=== design 1 ===
## src/rtl/rom_arbiter_if.sv

```systemverilog
// -----------------------------------------------------------------------------
// wishbone_if
// Classic Wishbone bus bundle shared by the read-only memory arbiter and its
// requesters. The primary side drives the cycle (cyc, stb, we, sel, addr,
// dat_i_s) and receives the response (dat_o_s, ack); the secondary side is
// the mirror image.
//
// Parameters
//   ADDR_W : address width
//   DATA_W : data width (sel carries one bit per byte)
// -----------------------------------------------------------------------------
interface wishbone_if #(
   parameter int ADDR_W = 32,
   parameter int DATA_W = 32
);
   logic                  cyc;
   logic                  stb;
   logic                  we;
   logic [DATA_W/8-1:0]   sel;
   logic [ADDR_W-1:0]     addr;
   logic [DATA_W-1:0]     dat_i_s;
   logic [DATA_W-1:0]     dat_o_s;
   logic                  ack;

   modport primary (
      output cyc, stb, we, sel, addr, dat_i_s,
      input  dat_o_s, ack
   );

   modport secondary (
      input  cyc, stb, we, sel, addr, dat_i_s,
      output dat_o_s, ack
   );
endinterface

```

## src/rtl/rom_arbiter.sv

```systemverilog
// -----------------------------------------------------------------------------
// rom_arbiter
// Two-port round-robin Wishbone arbiter sharing one read-only memory between
// two requesters (typically instruction fetch and data load). Exactly one
// requester owns the memory at a time; only the owner sees ack and read data.
// After every finished or drained transaction a recovery gap of GAP_CYCLES
// idle cycles is inserted. A requester that drops cyc before its ack leaves
// the arbiter draining, so the late memory ack is swallowed instead of being
// delivered to whoever is granted next.
//
// Ports
//   clock    : sole clock, rising edge
//   reset    : synchronous, active-high
//   wb_if_p0 : requester port 0 (secondary side of the bus)
//   wb_if_p1 : requester port 1 (secondary side of the bus)
//   wb_if_s  : toward the memory (primary side of the bus)
//   grant    : registered one-hot owner, bit0 = port 0, 2'b00 with no owner
// -----------------------------------------------------------------------------
module rom_arbiter #(
   parameter int GAP_CYCLES = 1
) (
   input  logic          clock,
   input  logic          reset,
   wishbone_if.secondary wb_if_p0,
   wishbone_if.secondary wb_if_p1,
   wishbone_if.primary   wb_if_s,
   output logic [1:0]    grant
);

   localparam int CNT_W = (GAP_CYCLES > 1) ? $clog2(GAP_CYCLES) : 1;
   localparam logic [CNT_W-1:0] GAP_LAST = CNT_W'((GAP_CYCLES > 0) ? GAP_CYCLES - 1 : 0);

   typedef enum logic [2:0] {
      S_IDLE,
      S_OWN0,
      S_OWN1,
      S_DRAIN0,
      S_DRAIN1,
      S_GAP
   } state_t;

   state_t           state, state_nxt;
   logic             last_owner, last_owner_nxt;
   logic [CNT_W-1:0] gap_cnt, gap_cnt_nxt;
   logic [1:0]       grant_nxt;
   logic             req0, req1;
   logic             done_to_idle;

   assign req0 = wb_if_p0.cyc & wb_if_p0.stb;
   assign req1 = wb_if_p1.cyc & wb_if_p1.stb;

   // With no recovery gap a finished transaction returns straight to IDLE.
   assign done_to_idle = (GAP_CYCLES == 0);

   always_ff @(posedge clock) begin
      if (reset) begin
         state      <= S_IDLE;
         last_owner <= 1'b1;
         gap_cnt    <= '0;
         grant      <= 2'b00;
      end else begin
         state      <= state_nxt;
         last_owner <= last_owner_nxt;
         gap_cnt    <= gap_cnt_nxt;
         grant      <= grant_nxt;
      end
   end

   always_comb begin
      state_nxt        = state;
      last_owner_nxt   = last_owner;
      gap_cnt_nxt      = gap_cnt;

      wb_if_s.cyc      = 1'b0;
      wb_if_s.stb      = 1'b0;
      wb_if_s.we       = 1'b0;
      wb_if_s.sel      = '0;
      wb_if_s.addr     = '0;
      wb_if_s.dat_i_s  = '0;
      wb_if_p0.ack     = 1'b0;
      wb_if_p0.dat_o_s = '0;
      wb_if_p1.ack     = 1'b0;
      wb_if_p1.dat_o_s = '0;

      case (state)
         S_IDLE: begin
            gap_cnt_nxt = '0;
            // On a tie the port that did not own the memory last time wins.
            if (req0 && req1) begin
               if (last_owner) begin
                  state_nxt      = S_OWN0;
                  last_owner_nxt = 1'b0;
               end else begin
                  state_nxt      = S_OWN1;
                  last_owner_nxt = 1'b1;
               end
            end else if (req0) begin
               state_nxt      = S_OWN0;
               last_owner_nxt = 1'b0;
            end else if (req1) begin
               state_nxt      = S_OWN1;
               last_owner_nxt = 1'b1;
            end
         end

         S_OWN0: begin
            wb_if_s.cyc      = wb_if_p0.cyc;
            wb_if_s.stb      = wb_if_p0.stb;
            wb_if_s.we       = wb_if_p0.we;
            wb_if_s.sel      = wb_if_p0.sel;
            wb_if_s.addr     = wb_if_p0.addr;
            wb_if_s.dat_i_s  = wb_if_p0.dat_i_s;
            wb_if_p0.ack     = wb_if_s.ack;
            wb_if_p0.dat_o_s = wb_if_s.dat_o_s;
            // An ack in the same cycle as a cyc drop still completes normally.
            if (wb_if_s.ack) begin
               state_nxt   = done_to_idle ? S_IDLE : S_GAP;
               gap_cnt_nxt = '0;
            end else if (!wb_if_p0.cyc) begin
               state_nxt = S_DRAIN0;
            end
         end

         S_OWN1: begin
            wb_if_s.cyc      = wb_if_p1.cyc;
            wb_if_s.stb      = wb_if_p1.stb;
            wb_if_s.we       = wb_if_p1.we;
            wb_if_s.sel      = wb_if_p1.sel;
            wb_if_s.addr     = wb_if_p1.addr;
            wb_if_s.dat_i_s  = wb_if_p1.dat_i_s;
            wb_if_p1.ack     = wb_if_s.ack;
            wb_if_p1.dat_o_s = wb_if_s.dat_o_s;
            if (wb_if_s.ack) begin
               state_nxt   = done_to_idle ? S_IDLE : S_GAP;
               gap_cnt_nxt = '0;
            end else if (!wb_if_p1.cyc) begin
               state_nxt = S_DRAIN1;
            end
         end

         // The memory is still working on the abandoned access; its ack is
         // absorbed here and never reaches either port.
         S_DRAIN0, S_DRAIN1: begin
            if (wb_if_s.ack) begin
               state_nxt   = done_to_idle ? S_IDLE : S_GAP;
               gap_cnt_nxt = '0;
            end
         end

         S_GAP: begin
            if (gap_cnt == GAP_LAST) begin
               state_nxt   = S_IDLE;
               gap_cnt_nxt = '0;
            end else begin
               gap_cnt_nxt = gap_cnt + 1'b1;
            end
         end

         default: begin
            state_nxt = S_IDLE;
         end
      endcase

      grant_nxt = {state_nxt == S_OWN1, state_nxt == S_OWN0};
   end

endmodule

```

## src/flat_wrapper.sv

```systemverilog
// flat-port wrapper written by rule: the top's interface ports become plain ports
module rom_arbiter_flat 
#(
   parameter int GAP_CYCLES = 1
)
  (clock, reset, grant, wb_if_p0_cyc, wb_if_p0_stb, wb_if_p0_we, wb_if_p0_sel, wb_if_p0_addr, wb_if_p0_dat_i_s, wb_if_p0_dat_o_s, wb_if_p0_ack, wb_if_p1_cyc, wb_if_p1_stb, wb_if_p1_we, wb_if_p1_sel, wb_if_p1_addr, wb_if_p1_dat_i_s, wb_if_p1_dat_o_s, wb_if_p1_ack, wb_if_s_cyc, wb_if_s_stb, wb_if_s_we, wb_if_s_sel, wb_if_s_addr, wb_if_s_dat_i_s, wb_if_s_dat_o_s, wb_if_s_ack);
  wishbone_if wb_if_p0_i ();
  wishbone_if wb_if_p1_i ();
  wishbone_if wb_if_s_i ();
  input  logic clock;
  input  logic reset;
  output logic [1:0] grant;
  input wire logic [$bits(wb_if_p0_i.cyc)-1:0] wb_if_p0_cyc;
  input wire logic [$bits(wb_if_p0_i.stb)-1:0] wb_if_p0_stb;
  input wire logic [$bits(wb_if_p0_i.we)-1:0] wb_if_p0_we;
  input wire logic [$bits(wb_if_p0_i.sel)-1:0] wb_if_p0_sel;
  input wire logic [$bits(wb_if_p0_i.addr)-1:0] wb_if_p0_addr;
  input wire logic [$bits(wb_if_p0_i.dat_i_s)-1:0] wb_if_p0_dat_i_s;
  output wire logic [$bits(wb_if_p0_i.dat_o_s)-1:0] wb_if_p0_dat_o_s;
  output wire logic [$bits(wb_if_p0_i.ack)-1:0] wb_if_p0_ack;
  input wire logic [$bits(wb_if_p1_i.cyc)-1:0] wb_if_p1_cyc;
  input wire logic [$bits(wb_if_p1_i.stb)-1:0] wb_if_p1_stb;
  input wire logic [$bits(wb_if_p1_i.we)-1:0] wb_if_p1_we;
  input wire logic [$bits(wb_if_p1_i.sel)-1:0] wb_if_p1_sel;
  input wire logic [$bits(wb_if_p1_i.addr)-1:0] wb_if_p1_addr;
  input wire logic [$bits(wb_if_p1_i.dat_i_s)-1:0] wb_if_p1_dat_i_s;
  output wire logic [$bits(wb_if_p1_i.dat_o_s)-1:0] wb_if_p1_dat_o_s;
  output wire logic [$bits(wb_if_p1_i.ack)-1:0] wb_if_p1_ack;
  output wire logic [$bits(wb_if_s_i.cyc)-1:0] wb_if_s_cyc;
  output wire logic [$bits(wb_if_s_i.stb)-1:0] wb_if_s_stb;
  output wire logic [$bits(wb_if_s_i.we)-1:0] wb_if_s_we;
  output wire logic [$bits(wb_if_s_i.sel)-1:0] wb_if_s_sel;
  output wire logic [$bits(wb_if_s_i.addr)-1:0] wb_if_s_addr;
  output wire logic [$bits(wb_if_s_i.dat_i_s)-1:0] wb_if_s_dat_i_s;
  input wire logic [$bits(wb_if_s_i.dat_o_s)-1:0] wb_if_s_dat_o_s;
  input wire logic [$bits(wb_if_s_i.ack)-1:0] wb_if_s_ack;
  assign wb_if_p0_i.cyc = wb_if_p0_cyc;
  assign wb_if_p0_i.stb = wb_if_p0_stb;
  assign wb_if_p0_i.we = wb_if_p0_we;
  assign wb_if_p0_i.sel = wb_if_p0_sel;
  assign wb_if_p0_i.addr = wb_if_p0_addr;
  assign wb_if_p0_i.dat_i_s = wb_if_p0_dat_i_s;
  assign wb_if_p0_dat_o_s = wb_if_p0_i.dat_o_s;
  assign wb_if_p0_ack = wb_if_p0_i.ack;
  assign wb_if_p1_i.cyc = wb_if_p1_cyc;
  assign wb_if_p1_i.stb = wb_if_p1_stb;
  assign wb_if_p1_i.we = wb_if_p1_we;
  assign wb_if_p1_i.sel = wb_if_p1_sel;
  assign wb_if_p1_i.addr = wb_if_p1_addr;
  assign wb_if_p1_i.dat_i_s = wb_if_p1_dat_i_s;
  assign wb_if_p1_dat_o_s = wb_if_p1_i.dat_o_s;
  assign wb_if_p1_ack = wb_if_p1_i.ack;
  assign wb_if_s_cyc = wb_if_s_i.cyc;
  assign wb_if_s_stb = wb_if_s_i.stb;
  assign wb_if_s_we = wb_if_s_i.we;
  assign wb_if_s_sel = wb_if_s_i.sel;
  assign wb_if_s_addr = wb_if_s_i.addr;
  assign wb_if_s_dat_i_s = wb_if_s_i.dat_i_s;
  assign wb_if_s_i.dat_o_s = wb_if_s_dat_o_s;
  assign wb_if_s_i.ack = wb_if_s_ack;
  rom_arbiter #(.GAP_CYCLES(GAP_CYCLES)) u_core (.clock(clock), .reset(reset), .wb_if_p0(wb_if_p0_i), .wb_if_p1(wb_if_p1_i), .wb_if_s(wb_if_s_i), .grant(grant));
endmodule
```

## config.mk

```make
export PLATFORM = sky130hd
export DESIGN_NAME = rom_arbiter_flat
export DESIGN_NICKNAME = d
export VERILOG_FILES = /design/src/rtl/rom_arbiter_if.sv /design/src/rtl/rom_arbiter.sv /design/src/flat_wrapper.sv
export SDC_FILE = /design/constraint.sdc
export NUM_CORES = 1
export LEC_CHECK = 0
export ABC_AREA = 1
export CORE_AREA = 2 2 123 125
export CTS_CLUSTER_SIZE = 16
export DETAILED_ROUTE_END_ITERATION = 10
export DIE_AREA = 0 0 125 127
export PLACE_DENSITY = 0.51
export SLEW_MARGIN = 20
export SYNTH_ARGS = -nofsm -noshare
export SYNTH_HDL_FRONTEND = slang
export SYNTH_SLANG_ARGS = --single-unit
```

## constraint.sdc

```tcl
create_clock -name clock -period 3.5 [get_ports clock]
set_input_delay 0.7 -clock clock [delete_from_list [all_inputs] [get_ports clock]]
set_output_delay 0.7 -clock clock [all_outputs]
set_load 0.1 [all_outputs]
```

Figure 1. Met1 routing (design 1).
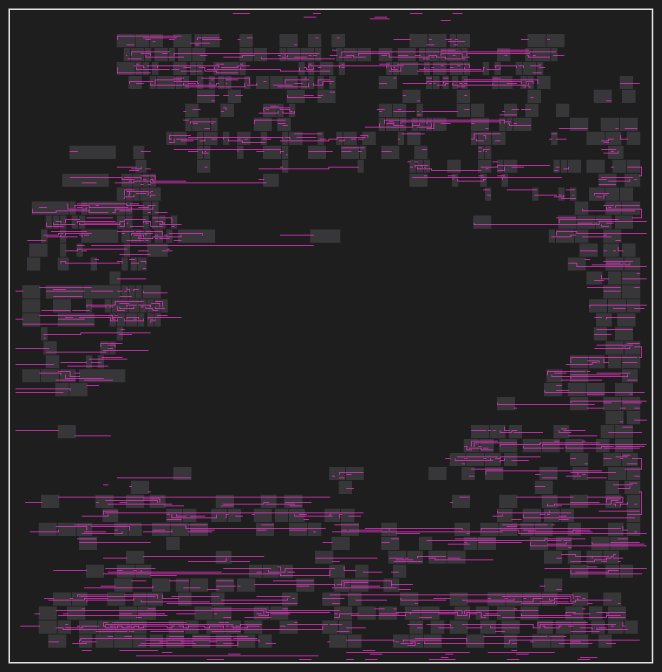
nets with wire on the layer	645
longest straight run	52.9 um
share of all routed wire	39%

Figure 2. Metal 2 (design 1).
Bar = 50 um.
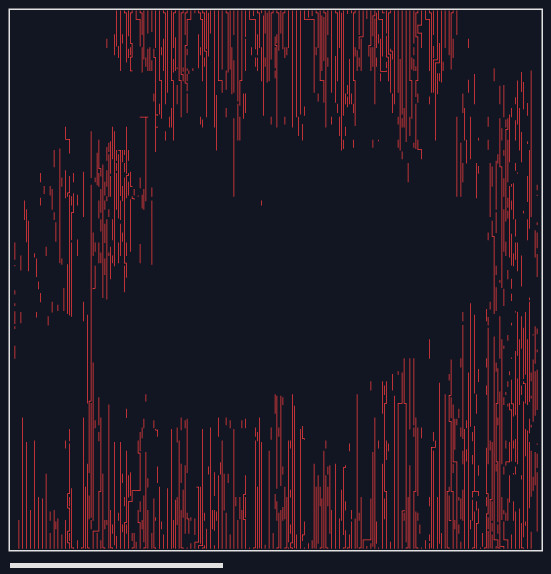
longest straight run	50.8 um
main direction	vertical
share of all routed wire	55%
wire length on this layer	6480 um

==> worst min-delay path by stage <==
stage / slack, ps / start / depth (start not counted) / end
3_5_place_dp: 550 / u_core.last_owner / 2 / u_core.last_owner
3_3_place_gp: 520 / u_core.last_owner / 2 / u_core.last_owner
4_1_cts: 560 / u_core.last_owner / 2 / u_core.last_owner
5_1_grt: 600 / u_core.last_owner / 2 / u_core.last_owner
6_report: 560 / u_core.last_owner / 2 / u_core.last_owner
2_1_floorplan: 500 / u_core.last_owner / 2 / u_core.last_owner
==> sequential cells by signal, summed over array words and instances (netlist names) <==
name               count
u_core.state           3
u_core.grant           2
u_core.last_owner      1
==> out/metrics.yaml <==
timing:
  fin_tns_setup_ps: 0
  final.setup_skew_ps: 1.07
  rsz0062_at_grt: "false"
status:
  status: "complete, no violations"
clocking:
  cts-root-buf: "clkbuf_16"
  cts.repair.resized: 0
  clock_latency_ps: 230
final_layout:
  clock_area_share_pct: 1.64
  num_antenna_cells: 0
  area_growth_pct: 178
synthesis:
  ys_area_um2: 1640
  synth_top_cell_by_area: "a22o_1"
route:
  avgViaCountPerCell: 3.95
  topRoutingLayerUsed: "met4"
place:
  dp_slack_ps: 768
setup_path:
  timing.critical_path.arrival_ps: 2260
global_routing:
  met2_usage_pct: 26.2
  grtUsageTotal_pct: 13.2
power:
  comb_power_share_pct: 91.9

=== design 2 ===
[src/rtl/logic_unit_pipe.sv]
// Registered WIDTH-bit bitwise logic unit with a 2-entry output buffer and delivered-result counter.
// Optional reduction outputs are compiled in with `define LOGIC_UNIT_PIPE_REDUCE_EN.
`timescale 1ns/1ps

module logic_unit_pipe #(
    parameter int unsigned WIDTH   = 8,
    parameter int unsigned COUNT_W = 8
) (
    input  logic               i_clk,
    input  logic               i_rst,
    input  logic               i_valid,
    output logic               o_ready,
    input  logic [WIDTH-1:0]   i_a,
    input  logic [WIDTH-1:0]   i_b,
    input  logic [2:0]         i_op,
    output logic               o_valid,
    input  logic               i_ready,
    output logic [WIDTH-1:0]   o_result,
`ifdef LOGIC_UNIT_PIPE_REDUCE_EN
    output logic               o_red_and,
    output logic               o_red_or,
    output logic               o_red_xor,
`endif
    output logic [COUNT_W-1:0] o_count
);

`ifdef LOGIC_UNIT_PIPE_REDUCE_EN
    localparam int unsigned EntryW = WIDTH + 3;
`else
    localparam int unsigned EntryW = WIDTH;
`endif

    logic [WIDTH-1:0]   result_d;
    logic [EntryW-1:0]  entry_d;
    logic [EntryW-1:0]  head_q;
    logic [EntryW-1:0]  tail_q;
    logic [1:0]         occ_q;
    logic [COUNT_W-1:0] count_q;
    logic               push;
    logic               pop;

    always_comb begin
        result_d = '0;
        unique case (i_op)
            3'd0: result_d = i_a & i_b;
            3'd1: result_d = i_a | i_b;
            3'd2: result_d = ~(i_a & i_b);
            3'd3: result_d = ~(i_a | i_b);
            3'd4: result_d = i_a ^ i_b;
            3'd5: result_d = ~(i_a ^ i_b);
            3'd6: result_d = ~i_a;
            3'd7: result_d = i_a;
            default: result_d = '0;
        endcase
    end

`ifdef LOGIC_UNIT_PIPE_REDUCE_EN
    assign entry_d = {^result_d, |result_d, &result_d, result_d};
`else
    assign entry_d = result_d;
`endif

    // Handshakes depend only on registered occupancy, so o_ready never sees i_ready.
    assign o_valid = (occ_q != 2'd0);
    assign o_ready = (occ_q != 2'd2);
    assign push    = i_valid && o_ready;
    assign pop     = o_valid && i_ready;

    always_ff @(posedge i_clk or posedge i_rst) begin
        if (i_rst) begin
            head_q  <= '0;
            tail_q  <= '0;
            occ_q   <= 2'd0;
            count_q <= '0;
        end else begin
            if (pop) begin
                count_q <= count_q + COUNT_W'(1);
            end
            unique case (occ_q)
                2'd0: begin
                    if (push) begin
                        head_q <= entry_d;
                        occ_q  <= 2'd1;
                    end
                end
                2'd1: begin
                    if (push && pop) begin
                        head_q <= entry_d;
                    end else if (push) begin
                        tail_q <= entry_d;
                        occ_q  <= 2'd2;
                    end else if (pop) begin
                        occ_q  <= 2'd0;
                    end
                end
                2'd2: begin
                    if (pop) begin
                        head_q <= tail_q;
                        occ_q  <= 2'd1;
                    end
                end
                default: occ_q <= 2'd0;
            endcase
        end
    end

    assign o_result = head_q[WIDTH-1:0];
    assign o_count  = count_q;

`ifdef LOGIC_UNIT_PIPE_REDUCE_EN
    assign o_red_and = head_q[WIDTH];
    assign o_red_or  = head_q[WIDTH+1];
    assign o_red_xor = head_q[WIDTH+2];
`endif

endmodule

[config.mk]
export PLATFORM = sky130hd
export DESIGN_NAME = logic_unit_pipe
export DESIGN_NICKNAME = d
export VERILOG_FILES = /design/src/rtl/logic_unit_pipe.sv
export SDC_FILE = /design/constraint.sdc
export NUM_CORES = 1
export LEC_CHECK = 0
export ABC_CLOCK_PERIOD_IN_PS = 1850
export CORE_UTILIZATION = 52
export DETAILED_ROUTE_END_ITERATION = 10
export PLACE_DENSITY = 0.81
export SETUP_SLACK_MARGIN = 0.3
export SLEW_MARGIN = 20
export SYNTH_ARGS = -nofsm -noshare
export SYNTH_HDL_FRONTEND = slang
export SYNTH_SLANG_ARGS = --single-unit
[constraint.sdc]
create_clock -name i_clk -period 1.85 [get_ports i_clk]
set_input_delay 0.4625 -clock i_clk [delete_from_list [all_inputs] [get_ports i_clk]]
set_output_delay 0.4625 -clock i_clk [all_outputs]
set_load 0.02 [all_outputs]
==> out/metrics.yaml <==
timing:
  worst_slack_ps: 236
  final.setup_skew_ps: 1.09
  fin_tns_setup_ps: 0
clocking:
  cts_sinks: 26
  cts_hold_buf: 0
  htreeDepth: 1
floorplanning:
  fp.coreArea_um2: 3690
  dieWidth_um: 64.1
synthesis:
  synth_top_cell_by_area: "dfrtp_1"
status:
  status: "complete, no violations"
final_layout:
  nClkBuffers: 3
  logic_gate_count: 177
  signal_buffers: 80
place:
  dpl_cell_area_um2: 2660
power:
  swShare_pct: 40.4
  p_leak_nw: 1.39
  finalPower_mw: 2.97
setup_path:
  required_ps: 2020
global_routing:
  grt_max_degree: 27
route:
  num_vias: 2044
-- synth_stat cells (2+ instances only) --
master	n
nand2_1	14
buf_6	3
nand4_1	2
mux2i_1	6
a22oi_1	8
nor2_1	22
dfrtp_1	26
o21ai_0	26
nand2b_1	2
nor3b_1	6
xnor2_1	17
o31ai_1	10
buf_2	6
nor2b_1	5
a21oi_1	19
ha_1	17
a211oi_1	5
nor3_1	5
inv_1	23
-- critical path, stage by stage --
cell and delay [ps]:
dlygate4sd2_1 260, inv_2 80, ha_4 200, nor3b_2 170, a21oi_1 60, o21ai_1 200, nor2_2 100, o31ai_2 250
Figure 3. Met1 routing (design 2).
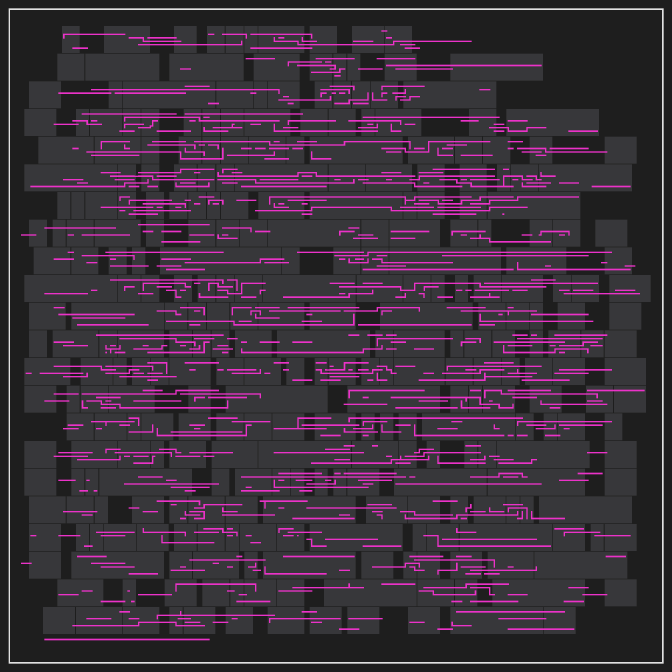
share of all routed wire	38%
main direction	horizontal
longest straight run	23.9 um

Figure 4. Metal 2 (design 2).
Bar = 20 um.
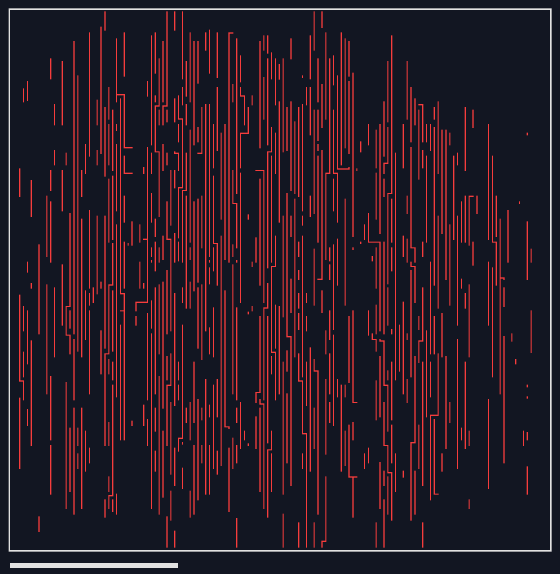
nets with wire on the layer	312
share of all routed wire	54%
longest straight run	34.7 um
wire length on this layer	3150 um

Figure 5. Metal 3 (design 2).
Bar = 20 um.
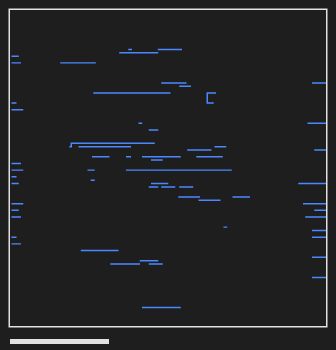
wire length on this layer	224 um
longest straight run	21.2 um
main direction	horizontal


=== design 3 ===
Figure 6. Met1 routing (design 3).
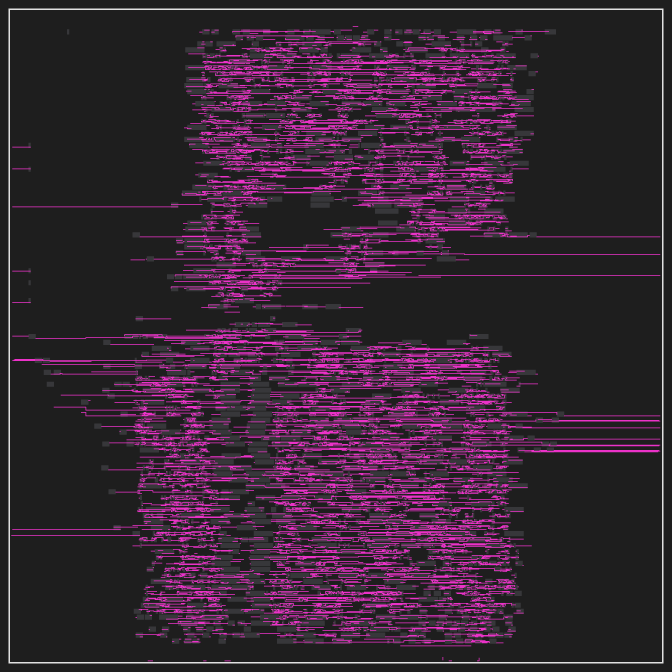
**src/rtl/ifetch_pkg.sv**
```systemverilog
// Shared constants and helpers for the DLX instruction-fetch stage.
package ifetch_pkg;

   localparam int unsigned PC_WIDTH_DEF   = 32;
   localparam int unsigned INST_WIDTH_DEF = 32;
   localparam int unsigned RESET_PC_DEF   = 0;
   localparam int unsigned FIFO_DEPTH_DEF = 4;
   localparam int unsigned IMEM_LATENCY   = 2;
   localparam int unsigned INST_BYTES     = 4;

   typedef enum logic [1:0] {
      FIFO_IDLE = 2'b00,
      FIFO_POP  = 2'b01,
      FIFO_PUSH = 2'b10,
      FIFO_BOTH = 2'b11
   } fifo_op_e;

   function automatic int unsigned cnt_width(input int unsigned depth);
      return $clog2(depth + 1);
   endfunction

endpackage

```
**src/rtl/ifetch_fifo.sv**
```systemverilog
// Shift-register FIFO; entry 0 is always the head, so the read data comes straight from a flop.
module ifetch_fifo
   import ifetch_pkg::*;
#(
   parameter int unsigned WIDTH = 64,
   parameter int unsigned DEPTH = FIFO_DEPTH_DEF,
   localparam int unsigned CNT_W = cnt_width(DEPTH)
) (
   input  logic             clk,
   input  logic             rst_n,
   input  logic             push,
   input  logic             pop,
   input  logic             flush,
   input  logic [WIDTH-1:0] wdata,
   output logic [WIDTH-1:0] head,
   output logic [CNT_W-1:0] count,
   output logic             empty
);

   logic [WIDTH-1:0] data_q [DEPTH];
   logic [WIDTH-1:0] data_d [DEPTH];
   logic [CNT_W-1:0] count_q, count_d;
   logic             full, do_push, do_pop;
   fifo_op_e         op;

   assign full    = (count_q == CNT_W'(DEPTH));
   assign empty   = (count_q == '0);
   assign do_pop  = pop && !empty;
   assign do_push = push && (!full || do_pop);
   assign op      = fifo_op_e'({do_push, do_pop});

   always_comb begin
      data_d  = data_q;
      count_d = count_q;
      if (flush) begin
         count_d = '0;
      end else begin
         unique case (op)
            FIFO_PUSH: begin
               for (int unsigned i = 0; i < DEPTH; i++)
                  if (CNT_W'(i) == count_q) data_d[i] = wdata;
               count_d = count_q + CNT_W'(1);
            end
            FIFO_POP: begin
               for (int unsigned i = 0; i < DEPTH - 1; i++) data_d[i] = data_q[i+1];
               count_d = count_q - CNT_W'(1);
            end
            FIFO_BOTH: begin
               // shift first, then land the new word in the slot just vacated at the tail
               for (int unsigned i = 0; i < DEPTH - 1; i++) data_d[i] = data_q[i+1];
               for (int unsigned i = 0; i < DEPTH; i++)
                  if (CNT_W'(i) == count_q - CNT_W'(1)) data_d[i] = wdata;
            end
            default: ;
         endcase
      end
   end

   always_ff @(posedge clk or negedge rst_n) begin
      if (!rst_n) begin
         for (int unsigned i = 0; i < DEPTH; i++) data_q[i] <= '0;
         count_q <= '0;
      end else begin
         data_q  <= data_d;
         count_q <= count_d;
      end
   end

   assign head  = data_q[0];
   assign count = count_q;

endmodule

```
**src/rtl/ifetch.sv**
```systemverilog
// DLX fetch stage: owns the fetch PC, tracks the fixed imem latency with in-flight slots,
// buffers returned words for decode and squashes wrong-path work on redirect.
module ifetch
   import ifetch_pkg::*;
#(
   parameter int unsigned         PC_WIDTH   = PC_WIDTH_DEF,
   parameter int unsigned         INST_WIDTH = INST_WIDTH_DEF,
   parameter logic [PC_WIDTH-1:0] RESET_PC   = PC_WIDTH'(RESET_PC_DEF),
   parameter int unsigned         FIFO_DEPTH = FIFO_DEPTH_DEF
) (
   input  logic                  clk,
   input  logic                  rst_n,
   output logic [PC_WIDTH-1:0]   imem_pc,
   input  logic [INST_WIDTH-1:0] imem_inst,
   input  logic                  redirect_valid,
   input  logic [PC_WIDTH-1:0]   redirect_pc,
   input  logic                  id_ready,
   output logic                  id_valid,
   output logic [INST_WIDTH-1:0] id_inst,
   output logic [PC_WIDTH-1:0]   id_pc,
   output logic [PC_WIDTH-1:0]   id_pc_plus4
);

   localparam int unsigned CNT_W   = cnt_width(FIFO_DEPTH);
   localparam int unsigned CRD_W   = CNT_W + 1;
   localparam int unsigned ENTRY_W = INST_WIDTH + PC_WIDTH;

   logic [PC_WIDTH-1:0]     fetch_pc_q, fetch_pc_d;
   logic [IMEM_LATENCY-1:0] slot_valid_q, slot_valid_d;
   logic [PC_WIDTH-1:0]     slot_pc_q [IMEM_LATENCY];
   logic [PC_WIDTH-1:0]     slot_pc_d [IMEM_LATENCY];

   logic                    issue, fifo_push, fifo_pop, fifo_flush, fifo_empty;
   logic [CNT_W-1:0]        fifo_count;
   logic [CRD_W-1:0]        credits_used;
   logic [ENTRY_W-1:0]      fifo_wdata, fifo_head;
   logic [1:0]              unused_redirect_lsbs;

   // Buffered words plus every word still in flight must fit; a same-cycle pop earns no credit.
   always_comb begin
      credits_used = CRD_W'(fifo_count);
      for (int unsigned i = 0; i < IMEM_LATENCY; i++)
         credits_used = credits_used + CRD_W'(slot_valid_q[i]);
      issue = !redirect_valid && (credits_used < CRD_W'(FIFO_DEPTH));
   end

   always_comb begin
      slot_valid_d[0] = issue;
      slot_pc_d[0]    = fetch_pc_q;
      for (int unsigned i = 1; i < IMEM_LATENCY; i++) begin
         slot_valid_d[i] = slot_valid_q[i-1];
         slot_pc_d[i]    = slot_pc_q[i-1];
      end
      fetch_pc_d = fetch_pc_q;
      if (redirect_valid) begin
         slot_valid_d = '0;
         fetch_pc_d   = {redirect_pc[PC_WIDTH-1:2], 2'b00};
      end else if (issue) begin
         fetch_pc_d = fetch_pc_q + PC_WIDTH'(INST_BYTES);
      end
   end

   always_ff @(posedge clk or negedge rst_n) begin
      if (!rst_n) begin
         fetch_pc_q   <= RESET_PC;
         slot_valid_q <= '0;
         for (int unsigned i = 0; i < IMEM_LATENCY; i++) slot_pc_q[i] <= '0;
      end else begin
         fetch_pc_q   <= fetch_pc_d;
         slot_valid_q <= slot_valid_d;
         slot_pc_q    <= slot_pc_d;
      end
   end

   assign unused_redirect_lsbs = redirect_pc[1:0];

   assign fifo_flush = redirect_valid;
   assign fifo_push  = slot_valid_q[IMEM_LATENCY-1] && !redirect_valid;
   assign fifo_pop   = id_valid && id_ready && !redirect_valid;
   assign fifo_wdata = {imem_inst, slot_pc_q[IMEM_LATENCY-1]};

   ifetch_fifo #(
      .WIDTH (ENTRY_W),
      .DEPTH (FIFO_DEPTH)
   ) u_fifo (
      .clk   (clk),
      .rst_n (rst_n),
      .push  (fifo_push),
      .pop   (fifo_pop),
      .flush (fifo_flush),
      .wdata (fifo_wdata),
      .head  (fifo_head),
      .count (fifo_count),
      .empty (fifo_empty)
   );

   assign imem_pc          = fetch_pc_q;
   assign id_valid         = !fifo_empty;
   assign {id_inst, id_pc} = fifo_head;
   assign id_pc_plus4      = id_pc + PC_WIDTH'(INST_BYTES);

endmodule

```
**config.mk**
```make
export PLATFORM = sky130hd
export DESIGN_NAME = ifetch
export DESIGN_NICKNAME = d
export VERILOG_FILES = /design/src/rtl/ifetch_pkg.sv /design/src/rtl/ifetch_fifo.sv /design/src/rtl/ifetch.sv
export SDC_FILE = /design/constraint.sdc
export NUM_CORES = 1
export LEC_CHECK = 0
export ABC_AREA = 1
export CORE_MARGIN = 8
export CORE_UTILIZATION = 25
export DETAILED_ROUTE_END_ITERATION = 7
export SYNTH_ARGS = -nofsm -noshare
export SYNTH_HDL_FRONTEND = slang
export SYNTH_SLANG_ARGS = --single-unit
```
**constraint.sdc**
```tcl
create_clock -name clk -period 4.1 [get_ports clk]
set_input_delay 0.615 -clock clk [delete_from_list [all_inputs] [get_ports clk]]
set_output_delay 0.615 -clock clk [all_outputs]
set_load 0.005 [all_outputs]
```
==> out/metrics.yaml <==
setup_path:
  cp_num_buf_inv: 1
  r2r_end: "u_fifo.data_q[156]"
  startpoint: "u_fifo.head[3]"
  critPathSlowestCell: "clkdlybuf4s50_1"
  timing.critical_path.arrival_ps: 2950
  cpPeakStageDelay_ps: 560
final_layout:
  largest_class: "combinational gates"
  final_cells: 3890
  inv_count: 164
  drive_gt1_share_pct: 4.30
  nonClkBufAreaFrac_pct: 10.1
  comb-cell-share_pct: 39.1
  fin_nets: 2887
  layout_top_cell: "nand2_1"
timing:
  max_slew_margin_pct: 29.3
  fmaxAchievable_mhz: 280
global_routing:
  met2_usage_pct: 23.4
  busiest_layer: "met2"
  grtUsageTotal_pct: 14.1
  overflow: 0
place:
  dp_cells: 3819
  dp_hpwl_um: 42000
status:
  status: "complete, no violations"
clocking:
  cts.repair.resized: 0
floorplanning:
  taps: 1050
  die_h_um: 297
synthesis:
  netlist.area_leader.share_pct: 43.5
  top_cells_by_area: "dfrtp_1 44%, nand2_1 14%, nor2_1 9.7%, nand3_1 8.4%, a21oi_1 5.9%"
  yosysUniqueCellTypes: 33
route:
  topRoutingLayerUsed: "met5"
About Figure 6:
longest straight run	110 um
share of all routed wire	43%
main direction	horizontal
wire length on this layer	27.9 mm
nets with wire on the layer	2631

[stage by stage]
stage	total power, mW	setup slack, ps
after floorplan	10.2	1980
after global placement	12.6	972
after detailed placement	12.7	915
after CTS	16.3	484
after global routing	17.3	207
final	16.1	534
[flip-flops by register name (all words and copies together) (netlist names)]
signal / cells
fifo_wdata: 30
imem_pc: 30
slot_pc_d: 30
slot_valid_q: 2
u_fifo.count: 3
u_fifo.data_q: 186
u_fifo.head: 62
[where the power goes]
group	internal, mW	total (mW)	switching, mW
Combinational	2.57	6.24	3.67
Clock	2.03	3.55	1.52
Sequential	4.86	6.35	1.50


## Gallery

The clock network.
image #1
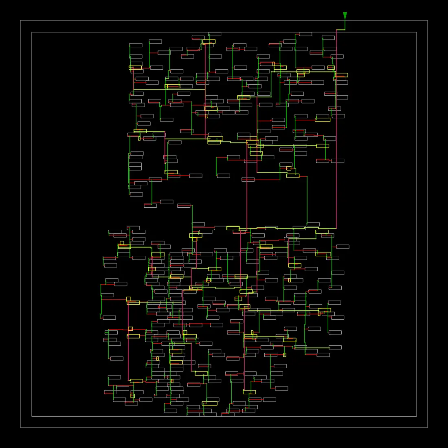
image #2
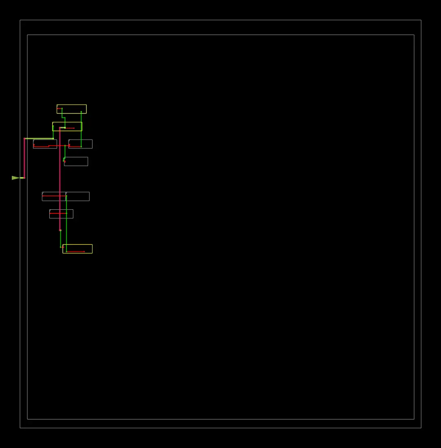
image #3
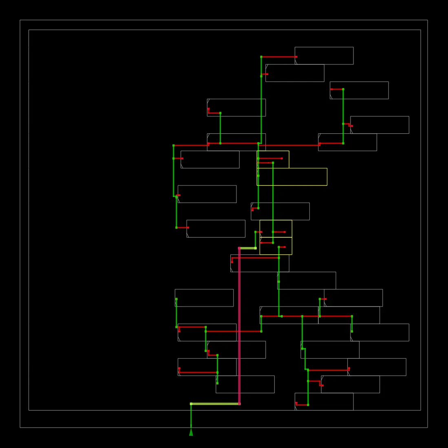
image #1 -> design 3
image #2 -> design 1
image #3 -> design 2
The one with the fewest sequential cells is image #2.
The one with the most clock buffers is image #1.

Power figures rest on the tool's default switching activity, not on a simulated workload.
